=== uart_byte_tx ===
**src/rtl/uart_pkg.sv**
```systemverilog
// uart_pkg -- shared definitions for the UART byte transmitter.
//   * default clock / line-rate constants
//   * FSM state encoding (IDLE, START, DATA, PARITY, STOP)
//   * calc_div: rounded clocks-per-bit from clock frequency and baud rate
//   * even_parity: XOR of the eight data bits
package uart_pkg;

  localparam int DEF_CLK_FREQ = 32'd50_000_000;
  localparam int DEF_BAUD     = 32'd115_200;

  localparam logic [2:0] ST_IDLE   = 3'd0;
  localparam logic [2:0] ST_START  = 3'd1;
  localparam logic [2:0] ST_DATA   = 3'd2;
  localparam logic [2:0] ST_PARITY = 3'd3;
  localparam logic [2:0] ST_STOP   = 3'd4;

  // Round to the nearest whole number of clocks per bit.
  function automatic int calc_div(input int clk_freq, input int baud);
    return (clk_freq + baud / 32'sd2) / baud;
  endfunction

  function automatic logic even_parity(input logic [7:0] data);
    return ^data;
  endfunction

endpackage

```
**src/rtl/uart_baud_gen.sv**
```systemverilog
// uart_baud_gen -- bit-period timer for the UART transmitter.
//   clk     : system clock
//   reset   : asynchronous, active-low reset
//   restart : clears the count so the next tick lands DIV cycles later
//   tick    : registered one-cycle pulse every DIV cycles
module uart_baud_gen #(
  parameter int DIV = 434
) (
  input  logic clk,
  input  logic reset,
  input  logic restart,
  output logic tick
);

  localparam int CW = (DIV > 1) ? $clog2(DIV) : 1;

  logic [CW-1:0] cnt_r;
  logic [CW-1:0] cnt_nxt_s;
  logic          tick_r;

  // Next count: restart wins, otherwise wrap at DIV-1.
  always_comb begin
    cnt_nxt_s = cnt_r;
    if (restart) begin
      cnt_nxt_s = {CW{1'b0}};
    end else if (cnt_r == CW'(DIV - 1)) begin
      cnt_nxt_s = {CW{1'b0}};
    end else begin
      cnt_nxt_s = cnt_r + {{(CW-1){1'b0}}, 1'b1};
    end
  end

  // Counter and registered tick; tick is high while the count sits at DIV-1.
  always_ff @(posedge clk or negedge reset) begin
    if (!reset) begin
      cnt_r  <= {CW{1'b0}};
      tick_r <= 1'b0;
    end else begin
      cnt_r  <= cnt_nxt_s;
      tick_r <= (cnt_nxt_s == CW'(DIV - 1));
    end
  end

  assign tick = tick_r;

endmodule

```
**src/rtl/uart_byte_tx.sv**
```systemverilog
// uart_byte_tx -- UART byte transmitter (8N1 by default).
//   clk           : system clock
//   reset         : asynchronous, active-low reset
//   tx_data_valid : single-cycle byte strobe
//   tx_data_in    : byte to send, sampled on acceptance
//   bps_en_tx     : busy, high from the cycle after acceptance to the end of the last stop bit
//   txd           : serial line, idles high
//   tx_done       : one-cycle pulse when a frame completes
//   tx_drop       : one-cycle pulse when a strobe arrives while busy
// Build option: define UART_TX_PARITY_EN to insert an even-parity bit after bit 7.
module uart_byte_tx
  import uart_pkg::*;
#(
  parameter int CLK_FREQ  = DEF_CLK_FREQ,
  parameter int BAUD      = DEF_BAUD,
  parameter int STOP_BITS = 1
) (
  input  logic       clk,
  input  logic       reset,
  input  logic       tx_data_valid,
  input  logic [7:0] tx_data_in,
  output logic       bps_en_tx,
  output logic       txd,
  output logic       tx_done,
  output logic       tx_drop
);

  localparam int DIV = calc_div(CLK_FREQ, BAUD);

  logic [2:0] state_r,    state_s;
  logic [7:0] shift_r,    shift_s;
  logic [2:0] bit_cnt_r,  bit_cnt_s;
  logic       stop_cnt_r, stop_cnt_s;
  logic       txd_r,      txd_s;
  logic       busy_r,     busy_s;
  logic       done_r,     done_s;
  logic       drop_r,     drop_s;
  logic       accept_s;
  logic       tick_s;
`ifdef UART_TX_PARITY_EN
  logic       parity_r,   parity_s;
`endif

  assign accept_s = tx_data_valid & ~busy_r;

  uart_baud_gen #(.DIV(DIV)) u_baud_gen (
    .clk     (clk),
    .reset   (reset),
    .restart (accept_s),
    .tick    (tick_s)
  );

  // Frame sequencing: next state, shift register, counters and output levels.
  always_comb begin
    state_s    = state_r;
    shift_s    = shift_r;
    bit_cnt_s  = bit_cnt_r;
    stop_cnt_s = stop_cnt_r;
    txd_s      = txd_r;
    busy_s     = busy_r;
    done_s     = 1'b0;
    drop_s     = tx_data_valid & busy_r;
`ifdef UART_TX_PARITY_EN
    parity_s   = parity_r;
`endif
    case (state_r)
      ST_IDLE: begin
        if (accept_s) begin
          state_s    = ST_START;
          shift_s    = tx_data_in;
          bit_cnt_s  = 3'd0;
          stop_cnt_s = 1'b0;
          txd_s      = 1'b0;
          busy_s     = 1'b1;
`ifdef UART_TX_PARITY_EN
          parity_s   = even_parity(tx_data_in);
`endif
        end else begin
          txd_s  = 1'b1;
          busy_s = 1'b0;
        end
      end
      ST_START: begin
        if (tick_s) begin
          state_s = ST_DATA;
          txd_s   = shift_r[0];
        end else begin
          state_s = ST_START;
        end
      end
      ST_DATA: begin
        if (tick_s) begin
          if (bit_cnt_r == 3'd7) begin
`ifdef UART_TX_PARITY_EN
            state_s = ST_PARITY;
            txd_s   = parity_r;
`else
            state_s = ST_STOP;
            txd_s   = 1'b1;
`endif
          end else begin
            // Shift first so the next data bit always comes from bit 1.
            bit_cnt_s = bit_cnt_r + 3'd1;
            shift_s   = {1'b0, shift_r[7:1]};
            txd_s     = shift_r[1];
          end
        end else begin
          state_s = ST_DATA;
        end
      end
`ifdef UART_TX_PARITY_EN
      ST_PARITY: begin
        if (tick_s) begin
          state_s = ST_STOP;
          txd_s   = 1'b1;
        end else begin
          state_s = ST_PARITY;
        end
      end
`endif
      ST_STOP: begin
        if (tick_s) begin
          if (stop_cnt_r == 1'(STOP_BITS - 1)) begin
            state_s = ST_IDLE;
            txd_s   = 1'b1;
            busy_s  = 1'b0;
            done_s  = 1'b1;
          end else begin
            stop_cnt_s = stop_cnt_r + 1'b1;
          end
        end else begin
          state_s = ST_STOP;
        end
      end
      default: begin
        state_s = ST_IDLE;
        txd_s   = 1'b1;
        busy_s  = 1'b0;
      end
    endcase
  end

  // State and output registers; reset aborts any frame and returns the line high.
  always_ff @(posedge clk or negedge reset) begin
    if (!reset) begin
      state_r    <= ST_IDLE;
      shift_r    <= 8'h00;
      bit_cnt_r  <= 3'd0;
      stop_cnt_r <= 1'b0;
      txd_r      <= 1'b1;
      busy_r     <= 1'b0;
      done_r     <= 1'b0;
      drop_r     <= 1'b0;
`ifdef UART_TX_PARITY_EN
      parity_r   <= 1'b0;
`endif
    end else begin
      state_r    <= state_s;
      shift_r    <= shift_s;
      bit_cnt_r  <= bit_cnt_s;
      stop_cnt_r <= stop_cnt_s;
      txd_r      <= txd_s;
      busy_r     <= busy_s;
      done_r     <= done_s;
      drop_r     <= drop_s;
`ifdef UART_TX_PARITY_EN
      parity_r   <= parity_s;
`endif
    end
  end

  assign txd       = txd_r;
  assign bps_en_tx = busy_r;
  assign tx_done   = done_r;
  assign tx_drop   = drop_r;

endmodule

```
**config.mk**
```make
export PLATFORM = sky130hd
export DESIGN_NAME = uart_byte_tx
export DESIGN_NICKNAME = d
export VERILOG_FILES = /design/src/rtl/uart_pkg.sv /design/src/rtl/uart_baud_gen.sv /design/src/rtl/uart_byte_tx.sv
export SDC_FILE = /design/constraint.sdc
export NUM_CORES = 1
export LEC_CHECK = 0
export CORE_MARGIN = 2
export CORE_UTILIZATION = 56
export DETAILED_ROUTE_END_ITERATION = 7
export PLACE_DENSITY = 0.79
export SLEW_MARGIN = 15
export SYNTH_ARGS = -nofsm -noshare
export SYNTH_HDL_FRONTEND = slang
export SYNTH_HIERARCHICAL = 1
export SYNTH_SLANG_ARGS = --single-unit
```
**constraint.sdc**
```tcl
create_clock -name clk -period 2 [get_ports clk]
set_input_delay 0.2 -clock clk [delete_from_list [all_inputs] [get_ports clk]]
set_output_delay 0.2 -clock clk [all_outputs]
set_load 0.005 [all_outputs]
```
Fig. 1: uart_byte_tx, met3 routing
The bar under the picture is 20 um long. Cells faint in the background.
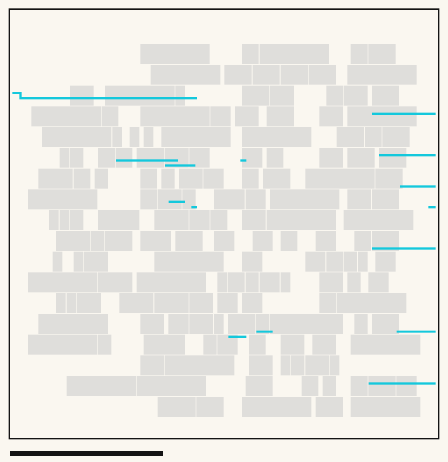
nets with wire on the layer: 13
main direction: horizontal
met3 Use GR: 0.0279
routed wire length: 2.84 mm

==> results.json <==
{
  "synth_seq_share": 0.462,
  "async_flop_share": 1.00,
  "drv_cap": 0,
  "edf_count": 0,
  "dr_wl_met2_mm": 1.45,
  "cts_buffer_depth": 2,
  "final_core_util": 0.698,
  "core_um2": 2520,
  "grt_overflow_total": 0,
  "track_usage": 0.198,
  "worst_pin_slew_ns": 0.505,
  "final_max_slew_viol_count": 0,
  "drtAntennaViolNets": 0,
  "synth.comb.largest_family": "simple AND/OR/NAND/NOR gates",
  "cp-end-kind": "register",
  "max_stage_delay_ns": 0.43,
  "powerClk_uw": 276,
  "fa_ha_area_frac": 0.0329,
  "io_buffers": 14,
  "fp_util": 0.603,
  "grt_pass1_vias": 1164,
  "p_seq_frac": 0.533,
  "area_growth_pct": 15.9,
  "switching_power_uw": 552,
  "ff_latch_area_um2": 702,
  "gp_congestion": 0.880,
  "largest_register_ff_count": 9,
  "synthSimpleGateAreaFrac": 0.240,
  "route.detailed.drc": 0,
  "logic_area_um2": 774,
  "dp_cells": 185,
  "rows": 18,
  "rsz0062_at_grt": "false",
  "dp_hpwl_mm": 2.05,
  "synthTopCellsByArea": "dfrtp_1 44%, a2bb2oi_1 4.6%, mux2i_1 4.6%",
  "power.internal_uw": 1170,
  "ys_sh_mux": 0.0560,
  "startpoint_type": "register",
  "xor_share": 0.0230,
  "fin_crit_sh": 0.897,
  "timing.final.ws_setup_ns": 0.206,
  "cts_setup_buffers": 0,
  "crit_slowest_cell": "dfrtp_1",
  "clock_latency_ns": 0.32,
  "r2r_start": "bit_cnt_r[0]",
  "nets": 175,
  "dp_slack_ns": 0.126,
  "die_x_um": 56.1,
  "grt_use_met1": 0.243,
  "most_common_cell": "dfrtp_1",
  "crit_type": "reg2reg",
  "yosys_cells": 140,
  "status": "complete, no violations",
  "setup_viol": 0,
  "synth_cell_type_count": 47,
  "nFillCells": 187,
  "top_regs": "u_baud_gen/cnt_r x9, shift_r x8",
  "worst_ir_drop_vdd_mv": 0.788
}
worst max-delay path: cells and delay by family (launching register included):
family,cells,cell delay [ns]
flip-flops,1,0.43
multiplexers,1,0.26
AND/OR/NAND/NOR,1,0.23
adder cells (fa/ha/maj),2,0.45
AND-OR/OR-AND,1,0.32
area by class of cell:
type,count,area share
Inverter,5,0.0107
Timing Repair Buffer,21,0.109
Tap cell,30,0.0213
Multi-Input combinational cell,101,0.440
Clock buffer,4,0.0206
Sequential cell,28,0.398

=== axis_frame_receiver_flat ===
Fig. 2: axis_frame_receiver_flat, metal 1
The bar under the picture is 50 um long. Cells faint in the background.
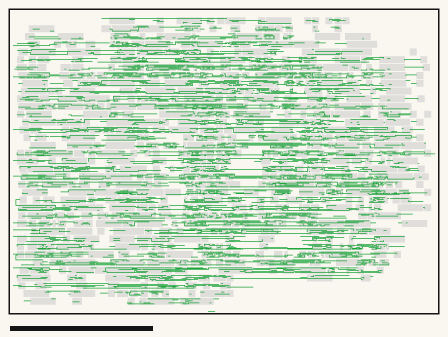
Fig. 3: axis_frame_receiver_flat, signal wires on met2
The bar under the picture is 50 um long. Cells faint in the background.
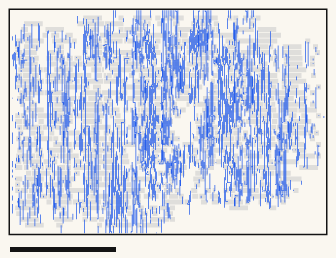
**config.mk**
```make
export PLATFORM = sky130hd
export DESIGN_NAME = axis_frame_receiver_flat
export DESIGN_NICKNAME = d
export VERILOG_FILES = /design/src/rtl/axis_frame_receiver_if.sv /design/src/rtl/axis_frame_receiver.sv /design/src/flat_wrapper.sv
export SDC_FILE = /design/constraint.sdc
export NUM_CORES = 1
export LEC_CHECK = 0
export CORE_ASPECT_RATIO = 0.7
export CORE_MARGIN = 2
export CORE_UTILIZATION = 45
export CTS_CLUSTER_SIZE = 10
export DETAILED_ROUTE_END_ITERATION = 16
export MAX_ROUTING_LAYER = met4
export PLACE_DENSITY = 0.73
export SKIP_CTS_REPAIR_TIMING = 1
export SLEW_MARGIN = 10
export SYNTH_ARGS = -nofsm -noshare
export SYNTH_HDL_FRONTEND = slang
export SYNTH_SLANG_ARGS = --single-unit
```
**constraint.sdc**
```tcl
create_clock -name aclk -period 3.1 [get_ports aclk]
set_input_delay 0.775 -clock aclk [delete_from_list [all_inputs] [get_ports aclk]]
set_output_delay 0.775 -clock aclk [all_outputs]
set_load 0.1 [all_outputs]
```
**src/rtl/axis_frame_receiver_if.sv**
```systemverilog
// ----------------------------------------------------------------------------
// axis_frame_receiver_if
// AXI-Stream bundle used by axis_frame_receiver.
//   tdata  : stream word (DATA_WIDTH bits)
//   tvalid : source has a word
//   tready : sink accepts the word
//   tlast  : final word of a packet
// master modport drives data/valid/last, slave modport drives ready.
// ----------------------------------------------------------------------------
interface axis_frame_receiver_if #(
   parameter int DATA_WIDTH = 20
) ();
   logic [DATA_WIDTH-1:0] tdata;
   logic                  tvalid;
   logic                  tready;
   logic                  tlast;

   modport master (output tdata, output tvalid, output tlast, input tready);
   modport slave  (input tdata, input tvalid, input tlast, output tready);
endinterface

```
**src/rtl/axis_frame_receiver.sv**
```systemverilog
// ----------------------------------------------------------------------------
// axis_frame_receiver
// AXI-Stream sink for header-framed result packets. Six header words
// (magic, opcode, bank range, start address, words per bank, reserved or
// checksum) are stripped and decoded, then the payload is scattered into BRAM
// banks bank-major / address-minor. Framing errors are collected in sticky
// flags.
//
// Ports
//   aclk, aresetn       clock, asynchronous active-low reset
//   s_axis (slave)      stream input: tdata/tvalid/tready/tlast
//   sink_hold           1 = deassert tready
//   bram_wr_data/addr   write data/address broadcast to all banks
//   bram_wr_en          one-hot bank write enable
//   hdr_opcode, hdr_bram_start, hdr_bram_end, hdr_addr_start, hdr_addr_count
//                       latched header fields
//   hdr_valid           pulse: header accepted
//   notify_valid        pulse: header-only packet
//   frame_done          pulse: payload completed with correct tlast
//   err_flags           sticky [0] magic/checksum [1] short hdr
//                              [2] short payload [3] long payload
//   err_clear           synchronous clear of err_flags
//
// Configuration macro: HDR_CHECKSUM_EN -- when defined, header word 5 must be
// the XOR of words 0..4; otherwise word 5 is ignored.
// ----------------------------------------------------------------------------
module axis_frame_receiver #(
   parameter int          DATA_WIDTH = 20,
   parameter int          BRAM_COUNT = 8,
   parameter int          ADDR_WIDTH = 9,
   parameter logic [15:0] HDR_MAGIC  = 16'hC0DE
) (
   input  logic                  aclk,
   input  logic                  aresetn,
   axis_frame_receiver_if.slave  s_axis,
   input  logic                  sink_hold,
   output logic [DATA_WIDTH-1:0] bram_wr_data,
   output logic [ADDR_WIDTH-1:0] bram_wr_addr,
   output logic [BRAM_COUNT-1:0] bram_wr_en,
   output logic [15:0]           hdr_opcode,
   output logic [2:0]            hdr_bram_start,
   output logic [2:0]            hdr_bram_end,
   output logic [15:0]           hdr_addr_start,
   output logic [15:0]           hdr_addr_count,
   output logic                  hdr_valid,
   output logic                  notify_valid,
   output logic                  frame_done,
   output logic [3:0]            err_flags,
   input  logic                  err_clear
);

   typedef enum logic [1:0] {HDR, PAY, DRAIN} state_t;

   state_t      state;
   logic [2:0]  hdr_cnt;
   logic [2:0]  bank;
   logic [15:0] addr;

   logic        beat;
   logic [15:0] word;
   logic [15:0] addr_end;
   logic        last_in_bank;
   logic        last_bank;
   logic        bank_ok;
   logic        hdr_ok;

   // Ready never looks at tvalid; only the downstream stall gates it.
   assign s_axis.tready = ~sink_hold;
   assign beat          = s_axis.tvalid & ~sink_hold;
   assign word          = s_axis.tdata[15:0];

   // 16-bit address arithmetic; the end marker wraps modulo 2^16 like addr.
   assign addr_end     = hdr_addr_start + hdr_addr_count;
   assign last_in_bank = ((addr + 16'd1) == addr_end);
   assign last_bank    = (bank == hdr_bram_end);
   assign bank_ok      = (int'(bank) < BRAM_COUNT);

`ifdef HDR_CHECKSUM_EN
   logic [15:0] hdr_xor;
   assign hdr_ok = (word == hdr_xor);
`else
   assign hdr_ok = 1'b1;
`endif

   always_ff @(posedge aclk or negedge aresetn) begin
      if (!aresetn) begin
         state          <= HDR;
         hdr_cnt        <= 3'd0;
         bank           <= 3'd0;
         addr           <= 16'd0;
         bram_wr_data   <= '0;
         bram_wr_addr   <= '0;
         bram_wr_en     <= '0;
         hdr_opcode     <= 16'd0;
         hdr_bram_start <= 3'd0;
         hdr_bram_end   <= 3'd0;
         hdr_addr_start <= 16'd0;
         hdr_addr_count <= 16'd0;
         hdr_valid      <= 1'b0;
         notify_valid   <= 1'b0;
         frame_done     <= 1'b0;
         err_flags      <= 4'd0;
`ifdef HDR_CHECKSUM_EN
         hdr_xor        <= 16'd0;
`endif
      end else begin
         hdr_valid    <= 1'b0;
         notify_valid <= 1'b0;
         frame_done   <= 1'b0;
         bram_wr_en   <= '0;
         // Clear first: a bit set later in this block wins, so an error in
         // the clearing cycle survives.
         if (err_clear) err_flags <= 4'd0;

         if (beat) begin
            case (state)
               HDR: begin
                  if (hdr_cnt == 3'd0 && word != HDR_MAGIC) begin
                     err_flags[0] <= 1'b1;
                     state        <= s_axis.tlast ? HDR : DRAIN;
                  end else if (hdr_cnt != 3'd5) begin
                     case (hdr_cnt)
                        3'd1: hdr_opcode <= word;
                        3'd2: begin
                           hdr_bram_start <= word[2:0];
                           hdr_bram_end   <= word[10:8];
                        end
                        3'd3: hdr_addr_start <= word;
                        3'd4: hdr_addr_count <= word;
                        default: ;
                     endcase
`ifdef HDR_CHECKSUM_EN
                     hdr_xor <= (hdr_cnt == 3'd0) ? word : (hdr_xor ^ word);
`endif
                     if (s_axis.tlast) begin
                        err_flags[1] <= 1'b1;
                        hdr_cnt      <= 3'd0;
                     end else begin
                        hdr_cnt <= hdr_cnt + 3'd1;
                     end
                  end else begin
                     hdr_cnt <= 3'd0;
                     if (!hdr_ok) begin
                        err_flags[0] <= 1'b1;
                        state        <= s_axis.tlast ? HDR : DRAIN;
                     end else begin
                        hdr_valid <= 1'b1;
                        if (s_axis.tlast) begin
                           notify_valid <= 1'b1;
                        end else if (hdr_addr_count == 16'd0 ||
                                     hdr_bram_end < hdr_bram_start) begin
                           // Payload present but the header describes none.
                           err_flags[3] <= 1'b1;
                           state        <= DRAIN;
                        end else begin
                           bank  <= hdr_bram_start;
                           addr  <= hdr_addr_start;
                           state <= PAY;
                        end
                     end
                  end
               end

               PAY: begin
                  bram_wr_data <= s_axis.tdata;
                  bram_wr_addr <= addr[ADDR_WIDTH-1:0];
                  // Banks beyond BRAM_COUNT are counted but never written.
                  bram_wr_en   <= bank_ok ? (BRAM_COUNT'(1) << bank) : '0;
                  if (last_in_bank && last_bank) begin
                     if (s_axis.tlast) begin
                        frame_done <= 1'b1;
                        state      <= HDR;
                     end else begin
                        err_flags[3] <= 1'b1;
                        state        <= DRAIN;
                     end
                  end else if (s_axis.tlast) begin
                     err_flags[2] <= 1'b1;
                     state        <= HDR;
                  end else if (last_in_bank) begin
                     bank <= bank + 3'd1;
                     addr <= hdr_addr_start;
                  end else begin
                     addr <= addr + 16'd1;
                  end
               end

               DRAIN: begin
                  if (s_axis.tlast) state <= HDR;
               end

               default: state <= HDR;
            endcase
         end
      end
   end

endmodule

```
**src/flat_wrapper.sv**
```systemverilog
// flat-port wrapper written by rule: the top's interface ports become plain ports
module axis_frame_receiver_flat 
#(
   parameter int          DATA_WIDTH = 20,
   parameter int          BRAM_COUNT = 8,
   parameter int          ADDR_WIDTH = 9,
   parameter logic [15:0] HDR_MAGIC  = 16'hC0DE
)
  (aclk, aresetn, sink_hold, bram_wr_data, bram_wr_addr, bram_wr_en, hdr_opcode, hdr_bram_start, hdr_bram_end, hdr_addr_start, hdr_addr_count, hdr_valid, notify_valid, frame_done, err_flags, err_clear, s_axis_tdata, s_axis_tvalid, s_axis_tlast, s_axis_tready);
  axis_frame_receiver_if #(.DATA_WIDTH(DATA_WIDTH)) s_axis_i ();
  input  logic aclk;
  input  logic aresetn;
  input  logic sink_hold;
  output logic [DATA_WIDTH-1:0] bram_wr_data;
  output logic [ADDR_WIDTH-1:0] bram_wr_addr;
  output logic [BRAM_COUNT-1:0] bram_wr_en;
  output logic [15:0] hdr_opcode;
  output logic [2:0] hdr_bram_start;
  output logic [2:0] hdr_bram_end;
  output logic [15:0] hdr_addr_start;
  output logic [15:0] hdr_addr_count;
  output logic hdr_valid;
  output logic notify_valid;
  output logic frame_done;
  output logic [3:0] err_flags;
  input  logic err_clear;
  input wire logic [$bits(s_axis_i.tdata)-1:0] s_axis_tdata;
  input wire logic [$bits(s_axis_i.tvalid)-1:0] s_axis_tvalid;
  input wire logic [$bits(s_axis_i.tlast)-1:0] s_axis_tlast;
  output wire logic [$bits(s_axis_i.tready)-1:0] s_axis_tready;
  assign s_axis_i.tdata = s_axis_tdata;
  assign s_axis_i.tvalid = s_axis_tvalid;
  assign s_axis_i.tlast = s_axis_tlast;
  assign s_axis_tready = s_axis_i.tready;
  axis_frame_receiver #(.DATA_WIDTH(DATA_WIDTH), .BRAM_COUNT(BRAM_COUNT), .ADDR_WIDTH(ADDR_WIDTH), .HDR_MAGIC(HDR_MAGIC)) u_core (.aclk(aclk), .aresetn(aresetn), .s_axis(s_axis_i), .sink_hold(sink_hold), .bram_wr_data(bram_wr_data), .bram_wr_addr(bram_wr_addr), .bram_wr_en(bram_wr_en), .hdr_opcode(hdr_opcode), .hdr_bram_start(hdr_bram_start), .hdr_bram_end(hdr_bram_end), .hdr_addr_start(hdr_addr_start), .hdr_addr_count(hdr_addr_count), .hdr_valid(hdr_valid), .notify_valid(notify_valid), .frame_done(frame_done), .err_flags(err_flags), .err_clear(err_clear));
endmodule
```
==> results.json <==
{
  "status": "complete, but fails checks",
  "hp-class": "in2async",
  "reg2reg_slack_ns": -0.10,
  "worstPathRequired_ns": 3.39,
  "r2r_start": "u_core.hdr_addr_count[0]",
  "dr.pass1.iters": 5,
  "ys.warnings.count": 0,
  "flop-count": 122,
  "crit_family": "AND-OR/OR-AND gates",
  "num-multi-input-gates": 418,
  "clk_share": 0.0629,
  "worst_pin_slew_ns": 0.576,
  "track_usage": 0.277,
  "violations": "setup timing",
  "r2r_end": "u_core.addr[1]",
  "ff_latch_area_um2": 3100,
  "buffers_excl_clock": 233,
  "bufAreaShareNonClock": 0.200,
  "logic_area_um2": 3580,
  "clk_pin_slew_worst_paths_ns": 0.06,
  "largest-register": "u_core.bram_wr_data",
  "wire_per_inst_um": 19.6,
  "synthTopCellsByArea": "dfrtp_1 46%, mux2_2 14%, ha_1 5.4%",
  "initialDrtViolationCount": 470,
  "setup_viol": 18,
  "min_period_ns": 3.20,
  "dp_slack_ns": -0.297,
  "largestClassByArea": "combinational gates",
  "top_cell_area_share": 0.458,
  "edf_count": 0,
  "fin_crit_sh": 1.03,
  "cts_buffer_depth": 2,
  "area_growth_pct": 43.9,
  "crit_end": "u_core.addr[1]",
  "timing.final.ws_setup_ns": -0.100,
  "cts_tree": "built",
  "die_x_um": 149,
  "ys_area_um2": 6660,
  "place_area_um2": 8770,
  "crit_type": "reg2reg",
  "largest_register_ff_count": 20
}
About Fig. 2:
nets with wire on the layer: 784
share of all routed wire: 47%
wire length on this layer: 9480 um
main direction: horizontal
longest straight run: 51.5 um
routed wire length: 20.3 mm
met1 usage: 0.391
DR vias: 5743

About Fig. 3:
wire length on this layer: 8550 um
share of all routed wire: 42%
longest straight run: 56.4 um
main direction: vertical
nets with wire on the layer: 802
met2 Usage GRT: 0.369

-- metal layers --
metal  vias to the layer above  part of all wire  global-route usage
met1                      2809              0.47               0.391
met3                        39             0.089              0.0913
met2                       245              0.42               0.369
li1                       2650                 -                   -
met4                         0             0.025              0.0959
met5                         -                 0                   -
-- kinds of logic after synthesis --
group / share of synthesized area
muxes: 0.160
AOI/OAI and AO/OA: 0.116
adders and majority gates: 0.0575
DFF: 0.458
xor gates and xnor gates: 0.0539
buffers and inverters: 0.0355
and+or+nand+nor: 0.119

=== spike_pattern_decoder ===
## src/rtl/spike_pattern_decoder.sv

```systemverilog
// Frames a serial spike stream into patterns using idle gaps and rebuilds each
// pattern as a slot bit-vector, one slot per spike-delay period.
module spike_pattern_decoder #(
   parameter int unsigned p_spike_delay = 5,
   parameter int unsigned p_gap_thresh  = 50,
   parameter int unsigned p_slots       = 16,
   parameter int unsigned p_cnt_w       = 16
) (
   input  logic               i_clk,
   input  logic               i_rst,
   input  logic               i_spike,
   input  logic               i_label,
   input  logic               i_end_of_epochs,
   output logic               o_valid,
   output logic [p_slots-1:0] o_pattern,
   output logic               o_label,
   output logic               o_overflow,
   output logic [p_cnt_w-1:0] o_pattern_count,
   output logic               o_busy,
   output logic               o_done
);

   localparam int unsigned CycW  = (p_spike_delay > 2) ? $clog2(p_spike_delay) : 1;
   localparam int unsigned SlotW = $clog2(p_slots + 1);
   localparam int unsigned IdxW  = (p_slots > 1) ? $clog2(p_slots) : 1;
   localparam int unsigned IdleW = $clog2(p_gap_thresh + 1);

   typedef enum logic [1:0] {StIdle, StCapture, StEmit} state_e;

   state_e state_q, state_d;

   logic [CycW-1:0]    cyc_q, cyc_d;
   logic [SlotW-1:0]   slot_q, slot_d;
   logic [IdxW-1:0]    slot_idx;
   logic [IdleW-1:0]   idle_q, idle_d;
   logic [p_slots-1:0] work_q, work_d;
   logic               wlabel_q, wlabel_d;
   logic               wovf_q, wovf_d;
   logic               gap_hit;

   logic               valid_d;
   logic [p_slots-1:0] pattern_d;
   logic               label_d;
   logic               overflow_d;
   logic [p_cnt_w-1:0] count_d;
   logic               done_d;

   // State register together with the datapath and registered outputs
   always_ff @(posedge i_clk or posedge i_rst) begin
      if (i_rst) begin
         state_q         <= StIdle;
         cyc_q           <= '0;
         slot_q          <= '0;
         idle_q          <= '0;
         work_q          <= '0;
         wlabel_q        <= 1'b0;
         wovf_q          <= 1'b0;
         o_valid         <= 1'b0;
         o_pattern       <= '0;
         o_label         <= 1'b0;
         o_overflow      <= 1'b0;
         o_pattern_count <= '0;
         o_busy          <= 1'b0;
         o_done          <= 1'b0;
      end else begin
         state_q         <= state_d;
         cyc_q           <= cyc_d;
         slot_q          <= slot_d;
         idle_q          <= idle_d;
         work_q          <= work_d;
         wlabel_q        <= wlabel_d;
         wovf_q          <= wovf_d;
         o_valid         <= valid_d;
         o_pattern       <= pattern_d;
         o_label         <= label_d;
         o_overflow      <= overflow_d;
         o_pattern_count <= count_d;
         o_busy          <= (state_d != StIdle);
         o_done          <= done_d;
      end
   end

   always_comb begin
      state_d = state_q;
      unique case (state_q)
         StIdle:    if (i_spike) state_d = StCapture;
         StCapture: if (gap_hit) state_d = StEmit;
         StEmit:    state_d = i_spike ? StCapture : StIdle;
         default:   state_d = StIdle;
      endcase
   end

   always_comb begin
      cyc_d      = cyc_q;
      slot_d     = slot_q;
      slot_idx   = '0;
      idle_d     = idle_q;
      work_d     = work_q;
      wlabel_d   = wlabel_q;
      wovf_d     = wovf_q;
      gap_hit    = 1'b0;
      valid_d    = 1'b0;
      pattern_d  = o_pattern;
      label_d    = o_label;
      overflow_d = o_overflow;
      count_d    = o_pattern_count;
      done_d     = o_done | (i_end_of_epochs && (state_q == StIdle));

      // A spike in IDLE or in the EMIT cycle opens a fresh pattern in slot 0
      if ((state_q != StCapture) && i_spike) begin
         work_d   = {{(p_slots-1){1'b0}}, 1'b1};
         slot_d   = '0;
         cyc_d    = CycW'(1);
         idle_d   = '0;
         wlabel_d = i_label;
         wovf_d   = 1'b0;
      end else if (state_q == StCapture) begin
         if (cyc_q == CycW'(p_spike_delay - 1)) begin
            cyc_d = '0;
            if (slot_q != SlotW'(p_slots)) slot_d = slot_q + SlotW'(1);
         end else begin
            cyc_d = cyc_q + CycW'(1);
         end
         slot_idx = IdxW'(slot_d);
         if (i_spike) begin
            idle_d = '0;
            if (slot_d < SlotW'(p_slots)) work_d[slot_idx] = 1'b1;
            else                          wovf_d = 1'b1;
         end else begin
            idle_d = idle_q + IdleW'(1);
         end
         wlabel_d = wlabel_q | i_label;
         gap_hit  = (idle_d == IdleW'(p_gap_thresh));
         if (gap_hit) begin
            valid_d    = 1'b1;
            pattern_d  = work_d;
            label_d    = wlabel_d;
            overflow_d = wovf_d;
            count_d    = o_pattern_count + p_cnt_w'(1);
         end
      end
   end

endmodule

```

## config.mk

```make
export PLATFORM = sky130hd
export DESIGN_NAME = spike_pattern_decoder
export DESIGN_NICKNAME = d
export VERILOG_FILES = /design/src/rtl/spike_pattern_decoder.sv
export SDC_FILE = /design/constraint.sdc
export NUM_CORES = 1
export LEC_CHECK = 0
export CORE_ASPECT_RATIO = 0.5
export CORE_MARGIN = 8
export CORE_UTILIZATION = 50
export DETAILED_ROUTE_END_ITERATION = 7
export PLACE_DENSITY = 0.81
export SLEW_MARGIN = 25
export SYNTH_ARGS = -nofsm -noshare
export SYNTH_HDL_FRONTEND = slang
export SYNTH_SLANG_ARGS = --single-unit
```

## constraint.sdc

```tcl
create_clock -name i_clk -period 2.15 [get_ports i_clk]
set_input_delay 0.3225 -clock i_clk [delete_from_list [all_inputs] [get_ports i_clk]]
set_output_delay 0.3225 -clock i_clk [all_outputs]
set_load 0.01 [all_outputs]
```

Fig. 4: spike_pattern_decoder, metal 1
The bar under the picture is 50 um long. Cells faint in the background.
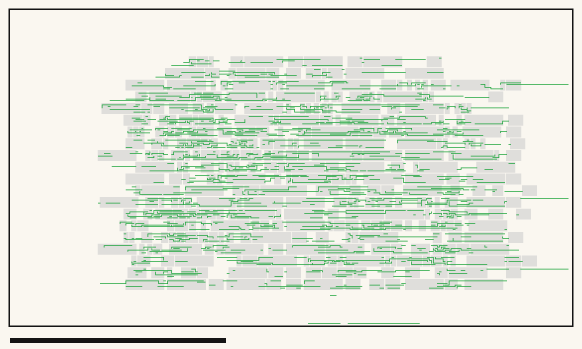
nets with wire on the layer: 348
wire length on this layer: 3350 um
share of all routed wire: 41%

==> results.json <==
{
  "status": "complete, no violations",
  "flop-count": 71,
  "cts_made_buffers": 9,
  "critPathBufInv": 0,
  "clk_share": 0.0770,
  "num-multi-input-gates": 228,
  "p_seq_frac": 0.416,
  "met3_length_um": 620,
  "synthAoiAreaFrac": 0.0930,
  "power.internal_uw": 3000,
  "area_growth_pct": 28.2,
  "final_max_slew_viol_count": 0,
  "dr_total_vias": 2687,
  "grt_pass1_vias": 2564,
  "crit_type": "reg2reg",
  "worst_ir_drop_vdd_mv": 0.489,
  "io_pins": 42,
  "fp_util": 0.527,
  "ctsResizeCount": 0,
  "antenna_found_initial": 0,
  "reg2reg_slack_ns": 0.07,
  "crit_family": "simple AND/OR/NAND/NOR gates",
  "hp-class": "in2async",
  "crit_slowest_cell": "and4_2",
  "nFillCells": 452,
  "synthSimpleGateAreaFrac": 0.233,
  "power_density_nw_per_um2": 1010,
  "ff_latch_area_um2": 1780,
  "core_um2": 6210,
  "min_period_ns": 2.08,
  "htree_levels": 3,
  "synth_cell_type_count": 47,
  "setup_viol": 0,
  "layout_top_cells": "76 x nand2_1, 70 x dfrtp_1, 41 x clkdlybuf4s50_1",
  "routed.top_layer": "met4",
  "top_regs": "o_pattern x16, o_pattern_count x16, work_q x16",
  "dp_hpwl_mm": 5.58,
  "dr_wl_met2_mm": 4.00,
  "arrival_ns": 2.30,
  "rows": 20,
  "final_layout_size_suffix_gt1_frac": 0.132,
  "dr.pass1.iters": 5,
  "worst_pin_slew_ns": 0.625,
  "dp_cells": 452,
  "vias_per_cell": 5.74,
  "initialDrtViolationCount": 213,
  "synth_seq_share": 0.543,
  "drt_wl_total_mm": 8.12,
  "xor_share": 0.0669,
  "cts_setup_buffers": 0,
  "ys.warnings.count": 0,
  "dp_slack_ns": 0.0610,
  "power.total_uw": 4230,
  "gp_congestion": 0.901
}
-- worst paths after layout --
kind | startpoint | endpoint | depth (start not counted)
min in group i_clk | o_pattern[11] | o_pattern[11] | 2
hold reg to reg | o_pattern[11] | o_pattern[11] | 2
hold / removal | i_rst | o_pattern[15] | 2
setup / recovery | idle_q[0] | o_pattern_count[10] | 6
max in group asynchronous | i_rst | state_q[1] | 3
setup reg to reg | idle_q[0] | o_pattern_count[10] | 6

=== mem_request_arbiter ===
Fig. 5: mem_request_arbiter, metal 1
The bar under the picture is 20 um long. Cells faint in the background.
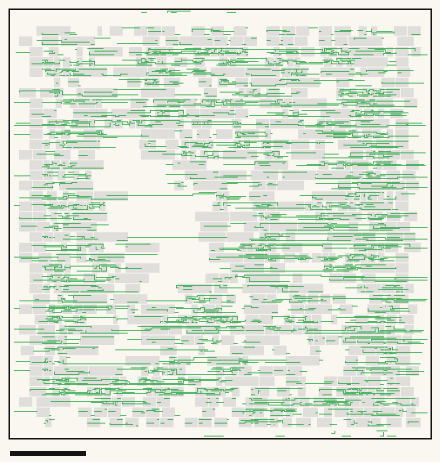
Fig. 6: mem_request_arbiter, signal wires on met2
The bar under the picture is 20 um long. Cells faint in the background.
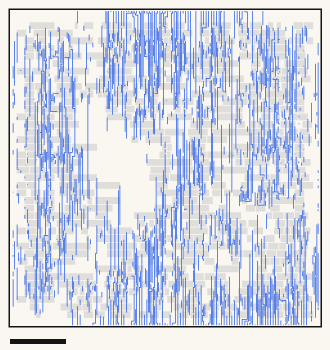
==> src/rtl/mem_req_pkg.sv <==
// Shared types and constants for the memory request arbiter.
// The FSM state and operation encodings live here so the top level and any
// future requester-side logic agree on them.
package mem_req_pkg;

  typedef enum logic [1:0] {
    IDLE   = 2'd0,
    BUSY   = 2'd1,
    HALTED = 2'd2
  } req_state_t;

  typedef enum logic {
    OP_READ  = 1'b0,
    OP_WRITE = 1'b1
  } req_op_t;

  localparam int MAX_NREQ = 8;

  // Width of a requester index; a single requester still needs one bit.
  function automatic int idx_width(input int n);
    return (n > 1) ? $clog2(n) : 1;
  endfunction

endpackage

==> src/rtl/rr_arbiter.sv <==
// Combinational round-robin arbiter.
// The request vector is rotated so that position 0 is the requester at ptr,
// the lowest set bit is isolated, and the result is rotated back. The caller
// owns the pointer register and must keep ptr below N.
module rr_arbiter
  import mem_req_pkg::*;
#(
  parameter int N = 2,
  localparam int IDX_W = idx_width(N)
) (
  input  logic [N-1:0]     req,
  input  logic [IDX_W-1:0] ptr,
  output logic [N-1:0]     gnt,
  output logic [IDX_W-1:0] gnt_idx,
  output logic             any_req
);

  logic [2*N-1:0]   req_dbl;
  logic [N-1:0]     req_rot;
  logic [N-1:0]     first_rot;
  logic [2*N-1:0]   gnt_dbl;
  logic [IDX_W-1:0] idx_acc [N+1];

  // Rotate right by ptr, isolate the first requester, rotate back left.
  assign req_dbl   = {req, req} >> ptr;
  assign req_rot   = req_dbl[N-1:0];
  assign first_rot = req_rot & (~req_rot + 1'b1);
  assign gnt_dbl   = {first_rot, first_rot} << ptr;
  assign gnt       = gnt_dbl[2*N-1:N];
  assign any_req   = |req;

  // One-hot to binary encoding of the grant.
  assign idx_acc[0] = '0;
  generate
    for (genvar gi = 0; gi < N; gi++) begin : g_enc
      assign idx_acc[gi+1] = idx_acc[gi] | (gnt[gi] ? IDX_W'(gi) : '0);
    end
  endgenerate
  assign gnt_idx = idx_acc[N];

endmodule

==> src/rtl/mem_request_arbiter.sv <==
// Memory request arbiter: NREQ requesters share one memory port with a single
// transaction in flight. A granted request is held in the mem_* registers
// until mem_ready, which produces a one-cycle hit to the granted requester.
// halt drains the in-flight transaction and parks the block until nRST.
// Optional feature: define REQ_TIMEOUT_EN to abandon a transaction after
// 2**TO_W-1 BUSY cycles without mem_ready (sticky timeout_err, request re-arbitrated).
module mem_request_arbiter
  import mem_req_pkg::*;
#(
  parameter int NREQ   = 2,
  parameter int ADDR_W = 32,
  parameter int DATA_W = 32,
  parameter int TO_W   = 8
) (
  input  logic                     CLK,
  input  logic                     nRST,
  input  logic                     halt,
  input  logic [NREQ-1:0]          req_ren,
  input  logic [NREQ-1:0]          req_wen,
  input  logic [NREQ*ADDR_W-1:0]   req_addr,
  input  logic [NREQ*DATA_W-1:0]   req_wdata,
  output logic [NREQ-1:0]          req_hit,
  output logic [DATA_W-1:0]        req_rdata,
  output logic                     mem_ren,
  output logic                     mem_wen,
  output logic [ADDR_W-1:0]        mem_addr,
  output logic [DATA_W-1:0]        mem_wdata,
  input  logic [DATA_W-1:0]        mem_rdata,
  input  logic                     mem_ready,
  output logic                     busy,
  output logic                     halted,
  output logic                     timeout_err
);

  localparam int IDX_W = idx_width(NREQ);

  req_state_t        state_reg, state_next;
  logic [IDX_W-1:0]  ptr_reg, ptr_next;
  logic [IDX_W-1:0]  gnt_idx_reg, gnt_idx_next;
  logic              mem_ren_reg, mem_ren_next;
  logic              mem_wen_reg, mem_wen_next;
  logic [ADDR_W-1:0] mem_addr_reg, mem_addr_next;
  logic [DATA_W-1:0] mem_wdata_reg, mem_wdata_next;
  logic              halt_seen_reg, halt_seen_next;

  logic [NREQ-1:0]   arb_req;
  logic [NREQ-1:0]   arb_gnt;
  logic [IDX_W-1:0]  arb_idx;
  logic              arb_any;
  req_op_t           arb_op;
  logic              hit_fire;

  logic [ADDR_W-1:0] addr_arr  [NREQ];
  logic [DATA_W-1:0] wdata_arr [NREQ];

`ifdef REQ_TIMEOUT_EN
  localparam logic [TO_W-1:0] TO_LAST = {TO_W{1'b1}} - 1'b1;
  logic [TO_W-1:0]   to_cnt_reg, to_cnt_next;
  logic              timeout_err_reg, timeout_err_next;
`else
  logic              unused_cfg;
  assign unused_cfg = (TO_W == 0);
`endif

  // Unpack the flat per-requester buses so the winner can be selected by index.
  generate
    for (genvar gi = 0; gi < NREQ; gi++) begin : g_unpack
      assign addr_arr[gi]  = req_addr[gi*ADDR_W +: ADDR_W];
      assign wdata_arr[gi] = req_wdata[gi*DATA_W +: DATA_W];
    end
  endgenerate

  assign arb_req = req_ren | req_wen;

  rr_arbiter #(.N(NREQ)) u_rr (
    .req     (arb_req),
    .ptr     (ptr_reg),
    .gnt     (arb_gnt),
    .gnt_idx (arb_idx),
    .any_req (arb_any)
  );

  // A write request masks a simultaneous read from the same requester.
  assign arb_op = req_wen[arb_idx] ? OP_WRITE : OP_READ;

  // Next-state and datapath decisions; registers hold by default.
  always_comb begin
    state_next     = state_reg;
    ptr_next       = ptr_reg;
    gnt_idx_next   = gnt_idx_reg;
    mem_ren_next   = mem_ren_reg;
    mem_wen_next   = mem_wen_reg;
    mem_addr_next  = mem_addr_reg;
    mem_wdata_next = mem_wdata_reg;
    halt_seen_next = halt_seen_reg;
`ifdef REQ_TIMEOUT_EN
    to_cnt_next      = to_cnt_reg;
    timeout_err_next = timeout_err_reg;
`endif
    case (state_reg)
      IDLE: begin
        if (halt) begin
          state_next = HALTED;
        end else if (arb_any) begin
          state_next     = BUSY;
          gnt_idx_next   = arb_idx;
          ptr_next       = (arb_idx == IDX_W'(NREQ-1)) ? '0 : arb_idx + 1'b1;
          mem_ren_next   = (arb_op == OP_READ);
          mem_wen_next   = (arb_op == OP_WRITE);
          mem_addr_next  = addr_arr[arb_idx];
          mem_wdata_next = wdata_arr[arb_idx];
          halt_seen_next = 1'b0;
`ifdef REQ_TIMEOUT_EN
          to_cnt_next    = '0;
`endif
        end
      end
      BUSY: begin
        halt_seen_next = halt_seen_reg | halt;
        if (mem_ready) begin
          state_next   = (halt_seen_reg | halt) ? HALTED : IDLE;
          mem_ren_next = 1'b0;
          mem_wen_next = 1'b0;
        end
`ifdef REQ_TIMEOUT_EN
        else if (to_cnt_reg == TO_LAST) begin
          state_next       = IDLE;
          mem_ren_next     = 1'b0;
          mem_wen_next     = 1'b0;
          timeout_err_next = 1'b1;
        end else begin
          to_cnt_next = to_cnt_reg + 1'b1;
        end
`endif
      end
      HALTED: begin
        state_next = HALTED;
      end
      default: begin
        state_next = IDLE;
      end
    endcase
  end

  // FSM state register.
  always_ff @(posedge CLK or negedge nRST) begin
    if (!nRST) begin
      state_reg <= IDLE;
    end else begin
      state_reg <= state_next;
    end
  end

  // Grant bookkeeping and the registered memory-side request.
  always_ff @(posedge CLK or negedge nRST) begin
    if (!nRST) begin
      ptr_reg       <= '0;
      gnt_idx_reg   <= '0;
      mem_ren_reg   <= 1'b0;
      mem_wen_reg   <= 1'b0;
      mem_addr_reg  <= '0;
      mem_wdata_reg <= '0;
      halt_seen_reg <= 1'b0;
    end else begin
      ptr_reg       <= ptr_next;
      gnt_idx_reg   <= gnt_idx_next;
      mem_ren_reg   <= mem_ren_next;
      mem_wen_reg   <= mem_wen_next;
      mem_addr_reg  <= mem_addr_next;
      mem_wdata_reg <= mem_wdata_next;
      halt_seen_reg <= halt_seen_next;
    end
  end

`ifdef REQ_TIMEOUT_EN
  // Timeout counter and its sticky error flag.
  always_ff @(posedge CLK or negedge nRST) begin
    if (!nRST) begin
      to_cnt_reg      <= '0;
      timeout_err_reg <= 1'b0;
    end else begin
      to_cnt_reg      <= to_cnt_next;
      timeout_err_reg <= timeout_err_next;
    end
  end
  assign timeout_err = timeout_err_reg;
`else
  assign timeout_err = 1'b0;
`endif

  // Completion is only recognised while a transaction is in flight.
  assign hit_fire = (state_reg == BUSY) && mem_ready;

  generate
    for (genvar gi = 0; gi < NREQ; gi++) begin : g_hit
      assign req_hit[gi] = hit_fire && (gnt_idx_reg == IDX_W'(gi));
    end
  endgenerate

  assign req_rdata = hit_fire ? mem_rdata : '0;
  assign mem_ren   = mem_ren_reg;
  assign mem_wen   = mem_wen_reg;
  assign mem_addr  = mem_addr_reg;
  assign mem_wdata = mem_wdata_reg;
  assign busy      = (state_reg == BUSY);
  assign halted    = (state_reg == HALTED);

endmodule

==> config.mk <==
export PLATFORM = sky130hd
export DESIGN_NAME = mem_request_arbiter
export DESIGN_NICKNAME = d
export VERILOG_FILES = /design/src/rtl/mem_req_pkg.sv /design/src/rtl/rr_arbiter.sv /design/src/rtl/mem_request_arbiter.sv
export SDC_FILE = /design/constraint.sdc
export NUM_CORES = 1
export LEC_CHECK = 0
export CAP_MARGIN = 20
export CORE_AREA = 2 2 109 111
export DETAILED_ROUTE_END_ITERATION = 12
export DIE_AREA = 0 0 111 113
export GPL_TIMING_DRIVEN = 1
export PLACE_DENSITY_LB_ADDON = 0.15
export SYNTH_ARGS = -nofsm -noshare
export SYNTH_HDL_FRONTEND = slang
export SYNTH_SLANG_ARGS = --single-unit
==> constraint.sdc <==
create_clock -name CLK -period 1.8 [get_ports CLK]
set_clock_uncertainty 0.2 [all_clocks]
set_input_delay 0.27 -clock CLK [delete_from_list [all_inputs] [get_ports CLK]]
set_output_delay 0.27 -clock CLK [all_outputs]
set_load 0.02 [all_outputs]
==> results.json <==
{
  "status": "complete, but fails checks",
  "violations": "setup timing",
  "timing.final.ws_setup_ns": -0.0654,
  "ys_area_um2": 3970,
  "grt_pass1_wl_mm": 23.5,
  "route.detailed.drc": 0,
  "track_usage": 0.229,
  "ff_latch_area_um2": 1780,
  "yosys_cells": 446,
  "largest_area_cell": "dfrtp_1",
  "grt_use_met1": 0.288,
  "synth.comb.largest_family": "AND-OR/OR-AND gates",
  "synth_seq_share": 0.447,
  "edf_count": 0,
  "power.internal_uw": 5850,
  "worstPathRequired_ns": 1.33,
  "hold_viol": 0,
  "fp_util": 0.352,
  "htree_levels": 3,
  "p_comb_uw": 5170,
  "clock_latency_ns": 0.33,
  "dieArea_um2": 12500,
  "synthTopCellsByArea": "dfrtp_1 45%, nand3b_1 12%, a31oi_1 10%",
  "final_layout_size_suffix_gt1_frac": 0.150,
  "gp_congestion": 0.857,
  "r2r_start": "state_reg[1]",
  "clkbuf_count": 11,
  "comb_area_frac": 0.267,
  "power_density_nw_per_um2": 1280,
  "crit_path_start": "state_reg[1]",
  "clk_share": 0.0355,
  "grt_max_degree": 67,
  "met3_length_mm": 1.16,
  "nets": 876,
  "crit_type": "reg2out",
  "cts_root_buffer": "clkbuf_16",
  "rsz0062_at_grt": "true",
  "async_flop_share": 1.00,
  "ys.warnings.count": 0,
  "synth-main-ff-cell": "dfrtp_1",
  "min_period_ns": 1.87,
  "dp_hpwl_mm": 10.5,
  "die_x_um": 111,
  "grt_pass1_vias": 4478,
  "antenna_found_initial": 0,
  "flop-count": 71,
  "worst_ir_drop_vdd_mv": 0.834,
  "cp-end-kind": "output port",
  "reg2reg_slack_ns": 0.03,
  "setup_viol": 33,
  "die_h_um": 113,
  "area_growth_pct": 88.1,
  "crit_family": "flip-flops",
  "path_max_fanout": 36,
  "bufAreaShareNonClock": 0.435,
  "grt_busiest_layer": "met2",
  "logic_area_um2": 1990,
  "top_power_group": "combinational cells",
  "dr.pass1.iters": 6,
  "wire_per_inst_um": 18.1,
  "synth_cell_type_count": 29,
  "power.total_uw": 9590,
  "ys_sh_mux": 0.00819,
  "cts_buffer_depth": 2,
  "antenna-diode-count": 0,
  "switching_share": 0.390,
  "sh_seq_area": 0.238,
  "buffers_excl_clock": 308,
  "cts_made_buffers": 9
}
## Picture notes: Fig. 5
wire length on this layer: 6420 um
main direction: horizontal
longest straight run: 37.3 um
routed wire length: 15.5 mm
DR vias: 4676

## Picture notes: Fig. 6
nets with wire on the layer: 738
wire length on this layer: 7560 um
met2 Usage GRT: 0.384

[metrics by stage]
stage               setup TNS (ns)  setup slack [ns]  hold slack [ns]
floorplan                        0            0.0568           -0.226
global placement            -34.46            -0.402           0.0199
detailed placement          -36.11            -0.432           0.0254
CTS                          -1.51           -0.0753            0.215
global route                 -3.63            -0.129            0.238
finish                       -1.87           -0.0654            0.214
[timing repair]
action / CTS / global route
hold buffers: 1 / 0
gates cloned: 0 / 4
hold endpoints to repair: 26 / 0
setup endpoints to repair: 57 / 125
resized: 192 / 54
buffers inserted: 0 / 3
pin swaps: 1 / 2

=== serial_add_ctrl ===
Fig. 7: serial_add_ctrl, metal 1
The bar under the picture is 20 um long. Cells faint in the background.
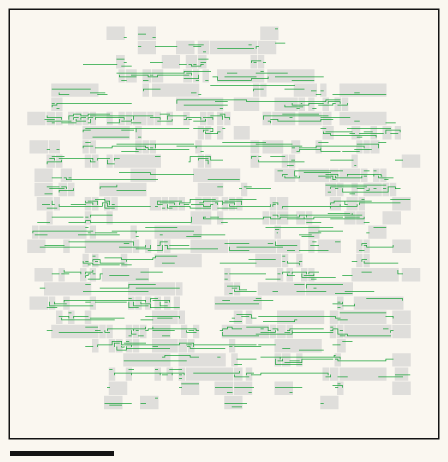
Fig. 8: serial_add_ctrl, signal wires on met2
The bar under the picture is 20 um long. Cells faint in the background.
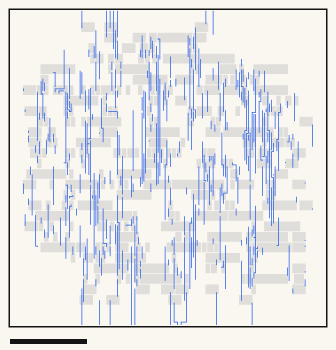
--- config.mk ---
export PLATFORM = sky130hd
export DESIGN_NAME = serial_add_ctrl
export DESIGN_NICKNAME = d
export VERILOG_FILES = /design/src/rtl/serial_add_ctrl.sv
export SDC_FILE = /design/constraint.sdc
export NUM_CORES = 1
export LEC_CHECK = 0
export ABC_AREA = 1
export CAP_MARGIN = 20
export CORE_MARGIN = 3
export CORE_UTILIZATION = 34
export CTS_CLUSTER_DIAMETER = 150
export DETAILED_ROUTE_END_ITERATION = 8
export PLACE_DENSITY_LB_ADDON = 0.05
export SETUP_SLACK_MARGIN = 0.2
export SYNTH_ARGS = -nofsm -noshare
export SYNTH_HDL_FRONTEND = slang
export SYNTH_SLANG_ARGS = --single-unit
--- constraint.sdc ---
create_clock -name i_clk -period 3.1 [get_ports i_clk]
set_input_delay 0.465 -clock i_clk [delete_from_list [all_inputs] [get_ports i_clk]]
set_output_delay 0.465 -clock i_clk [all_outputs]
set_load 0.01 [all_outputs]
--- src/rtl/serial_add_ctrl.sv ---
`timescale 1ns/1ps
// Bit-serial add/subtract controller: one full_add cell reused over WIDTH cycles, LSB first,
// with valid/ready handshakes on the operand and result sides.

module full_add (
  output logic s,
  output logic co,
  input  logic a,
  input  logic b,
  input  logic ci
);
  assign s  = a ^ b ^ ci;
  assign co = (a & b) | (ci & (a ^ b));
endmodule

module serial_add_ctrl #(
  parameter int WIDTH = 8
) (
  input  logic             i_clk,
  input  logic             i_rst_n,
  input  logic             i_in_valid,
  output logic             o_in_ready,
  input  logic [WIDTH-1:0] i_a,
  input  logic [WIDTH-1:0] i_b,
  input  logic             i_sub,
  input  logic             i_abort,
  output logic             o_busy,
  output logic             o_out_valid,
  input  logic             i_out_ready,
  output logic [WIDTH-1:0] o_sum,
  output logic             o_cout,
  output logic             o_ovf
);

  localparam int CW = (WIDTH > 1) ? $clog2(WIDTH) : 1;

  typedef enum logic [1:0] {
    ST_IDLE,
    ST_ADD,
    ST_DONE
  } state_t;

  state_t           r_state;
  logic [WIDTH-1:0] r_a_sr;
  logic [WIDTH-1:0] r_b_sr;
  logic [WIDTH-1:0] r_sum_sr;
  logic [CW-1:0]    r_cnt;
  logic             r_carry;
  logic             r_cout;
  logic             r_ovf;
  logic             r_in_ready;
  logic             r_busy;
  logic             r_out_valid;

  logic w_s;
  logic w_co;
  logic w_last;
  logic w_accept;

  full_add u_full_add (
    .s  (w_s),
    .co (w_co),
    .a  (r_a_sr[0]),
    .b  (r_b_sr[0]),
    .ci (r_carry)
  );

  assign w_last   = (r_cnt == CW'(WIDTH - 1));
  // Abort blocks acceptance even while idle.
  assign w_accept = i_in_valid & r_in_ready & ~i_abort;

  always_ff @(posedge i_clk or negedge i_rst_n) begin
    if (!i_rst_n) begin
      r_state     <= ST_IDLE;
      r_a_sr      <= '0;
      r_b_sr      <= '0;
      r_sum_sr    <= '0;
      r_cnt       <= '0;
      r_carry     <= 1'b0;
      r_cout      <= 1'b0;
      r_ovf       <= 1'b0;
      r_in_ready  <= 1'b1;
      r_busy      <= 1'b0;
      r_out_valid <= 1'b0;
    end else begin
      case (r_state)
        ST_IDLE: begin
          if (w_accept) begin
            r_a_sr     <= i_a;
            r_b_sr     <= i_b ^ {WIDTH{i_sub}};
            r_carry    <= i_sub;
            r_cnt      <= '0;
            r_sum_sr   <= '0;
            r_cout     <= 1'b0;
            r_ovf      <= 1'b0;
            r_in_ready <= 1'b0;
            r_busy     <= 1'b1;
            r_state    <= ST_ADD;
          end
        end
        ST_ADD: begin
          if (i_abort) begin
            r_a_sr     <= '0;
            r_b_sr     <= '0;
            r_sum_sr   <= '0;
            r_cnt      <= '0;
            r_carry    <= 1'b0;
            r_cout     <= 1'b0;
            r_ovf      <= 1'b0;
            r_in_ready <= 1'b1;
            r_busy     <= 1'b0;
            r_state    <= ST_IDLE;
          end else begin
            r_sum_sr <= {w_s, r_sum_sr[WIDTH-1:1]};
            r_a_sr   <= r_a_sr >> 1;
            r_b_sr   <= r_b_sr >> 1;
            r_carry  <= w_co;
            if (w_last) begin
              // r_carry here is the carry into the MSB, so ovf compares it with carry out.
              r_cout      <= w_co;
              r_ovf       <= r_carry ^ w_co;
              r_out_valid <= 1'b1;
              r_state     <= ST_DONE;
            end else begin
              r_cnt <= r_cnt + CW'(1);
            end
          end
        end
        ST_DONE: begin
          if (i_abort) begin
            r_a_sr      <= '0;
            r_b_sr      <= '0;
            r_sum_sr    <= '0;
            r_cnt       <= '0;
            r_carry     <= 1'b0;
            r_cout      <= 1'b0;
            r_ovf       <= 1'b0;
            r_out_valid <= 1'b0;
            r_in_ready  <= 1'b1;
            r_busy      <= 1'b0;
            r_state     <= ST_IDLE;
          end else if (i_out_ready) begin
            r_out_valid <= 1'b0;
            r_in_ready  <= 1'b1;
            r_busy      <= 1'b0;
            r_state     <= ST_IDLE;
          end
        end
        default: begin
          r_out_valid <= 1'b0;
          r_in_ready  <= 1'b1;
          r_busy      <= 1'b0;
          r_state     <= ST_IDLE;
        end
      endcase
    end
  end

  assign o_in_ready  = r_in_ready;
  assign o_busy      = r_busy;
  assign o_out_valid = r_out_valid;
  assign o_sum       = r_sum_sr;
  assign o_cout      = r_cout;
  assign o_ovf       = r_ovf;

endmodule
==> results.json <==
{
  "syn_area_um2": 1960,
  "crit_family": "simple AND/OR/NAND/NOR gates",
  "synthesis.instances": 261,
  "vias_per_cell": 4.51,
  "floorplan.nets": 290,
  "hp-class": "reg2reg",
  "dp_slack_ns": 1.04,
  "crit_slowest_cell": "ha_1",
  "switching_share": 0.227,
  "p_leak_uw": 0.00119,
  "critPathBufInv": 2,
  "inverters": 14,
  "cp-end-kind": "register",
  "layout_top_cells": "135 x nand2_1, 34 x clkdlybuf4s50_1, 34 x dfrtp_1",
  "path_max_fanout": 14,
  "common_cells": "135 x nand2_1, 34 x dfrtp_1, 10 x inv_1",
  "worst_pin_slew_ns": 0.481,
  "rsz0062_at_grt": "false",
  "crit_path_start": "r_state[1]",
  "path_depth": 8,
  "synth_seq_share": 0.447,
  "power.total_uw": 871,
  "power.internal_uw": 673,
  "reg2reg_depth": 8,
  "clk_pin_slew_worst_paths_ns": 0.07,
  "final_core_util": 0.438,
  "ys_sh_mux": 0,
  "grt_pass1_wl_mm": 6.96,
  "nFillCells": 595,
  "final_max_slew_viol_count": 0,
  "ctsResizeCount": 0,
  "initialDrtViolationCount": 91,
  "clk_share": 0.0407,
  "postSynthAreaPerCell_um2": 7.52,
  "status": "complete, no violations",
  "wire_per_inst_um": 11.0,
  "holdWs_ns": 0.471,
  "crit_type": "reg2reg",
  "route.detailed.drc": 0,
  "r2r_end": "r_b_sr[1]",
  "warning_count": 29,
  "buffers_excl_clock": 35,
  "core_um2": 5540
}
## Picture notes: Fig. 7
wire length on this layer: 1940 um
share of all routed wire: 48%
main direction: horizontal

## Picture notes: Fig. 8
main direction: vertical
wire length on this layer: 1900 um
nets with wire on the layer: 233
share of all routed wire: 47%

==> routing by layer <==
layer  part of all wire  track usage
met1               0.48        0.164
met4             0.0099       0.0498
met3              0.040       0.0406
met5                  0            0
met2               0.47        0.224
==> state kept, by name (all words and copies together) (netlist names) <==
register,count
r_carry,1
r_b_sr,8
r_state,2
o_busy,1
o_in_ready,1
r_a_sr,8
o_sum,8
o_ovf,1
o_cout,1
o_out_valid,1
r_cnt,3


==> gallery <==
Met3 routing.
Plate I
The bar under the picture is 20 um long. Cells faint in the background.
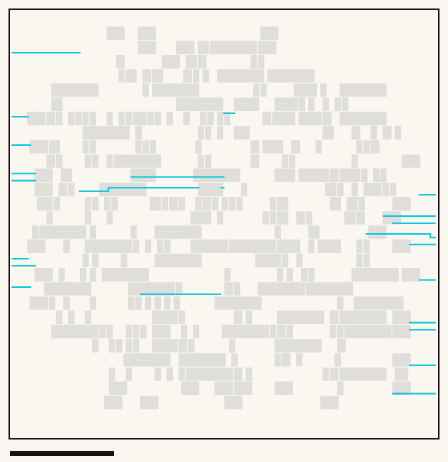
Plate II
The bar under the picture is 50 um long. Cells faint in the background.
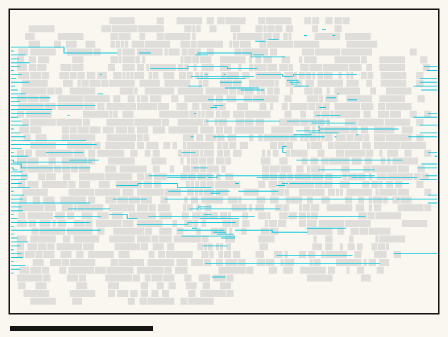
Plate III
The bar under the picture is 20 um long. Cells faint in the background.
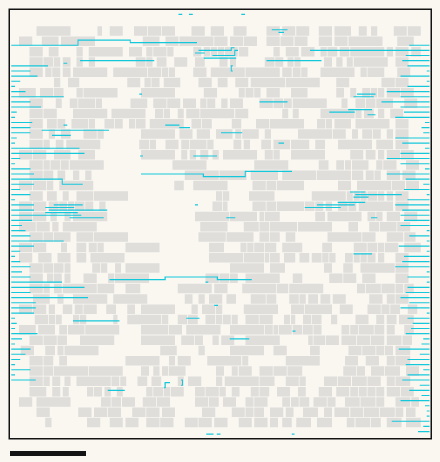
Plate IV
The bar under the picture is 50 um long. Cells faint in the background.
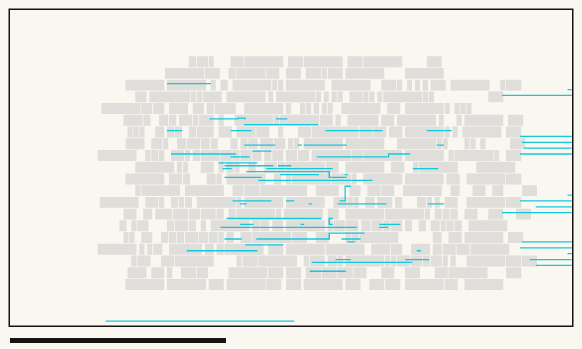
Plate I -> serial_add_ctrl
Plate IV -> spike_pattern_decoder
Plate II -> axis_frame_receiver_flat
Plate III -> mem_request_arbiter
Of these, smallest die: Plate I
Of these, largest die: Plate II

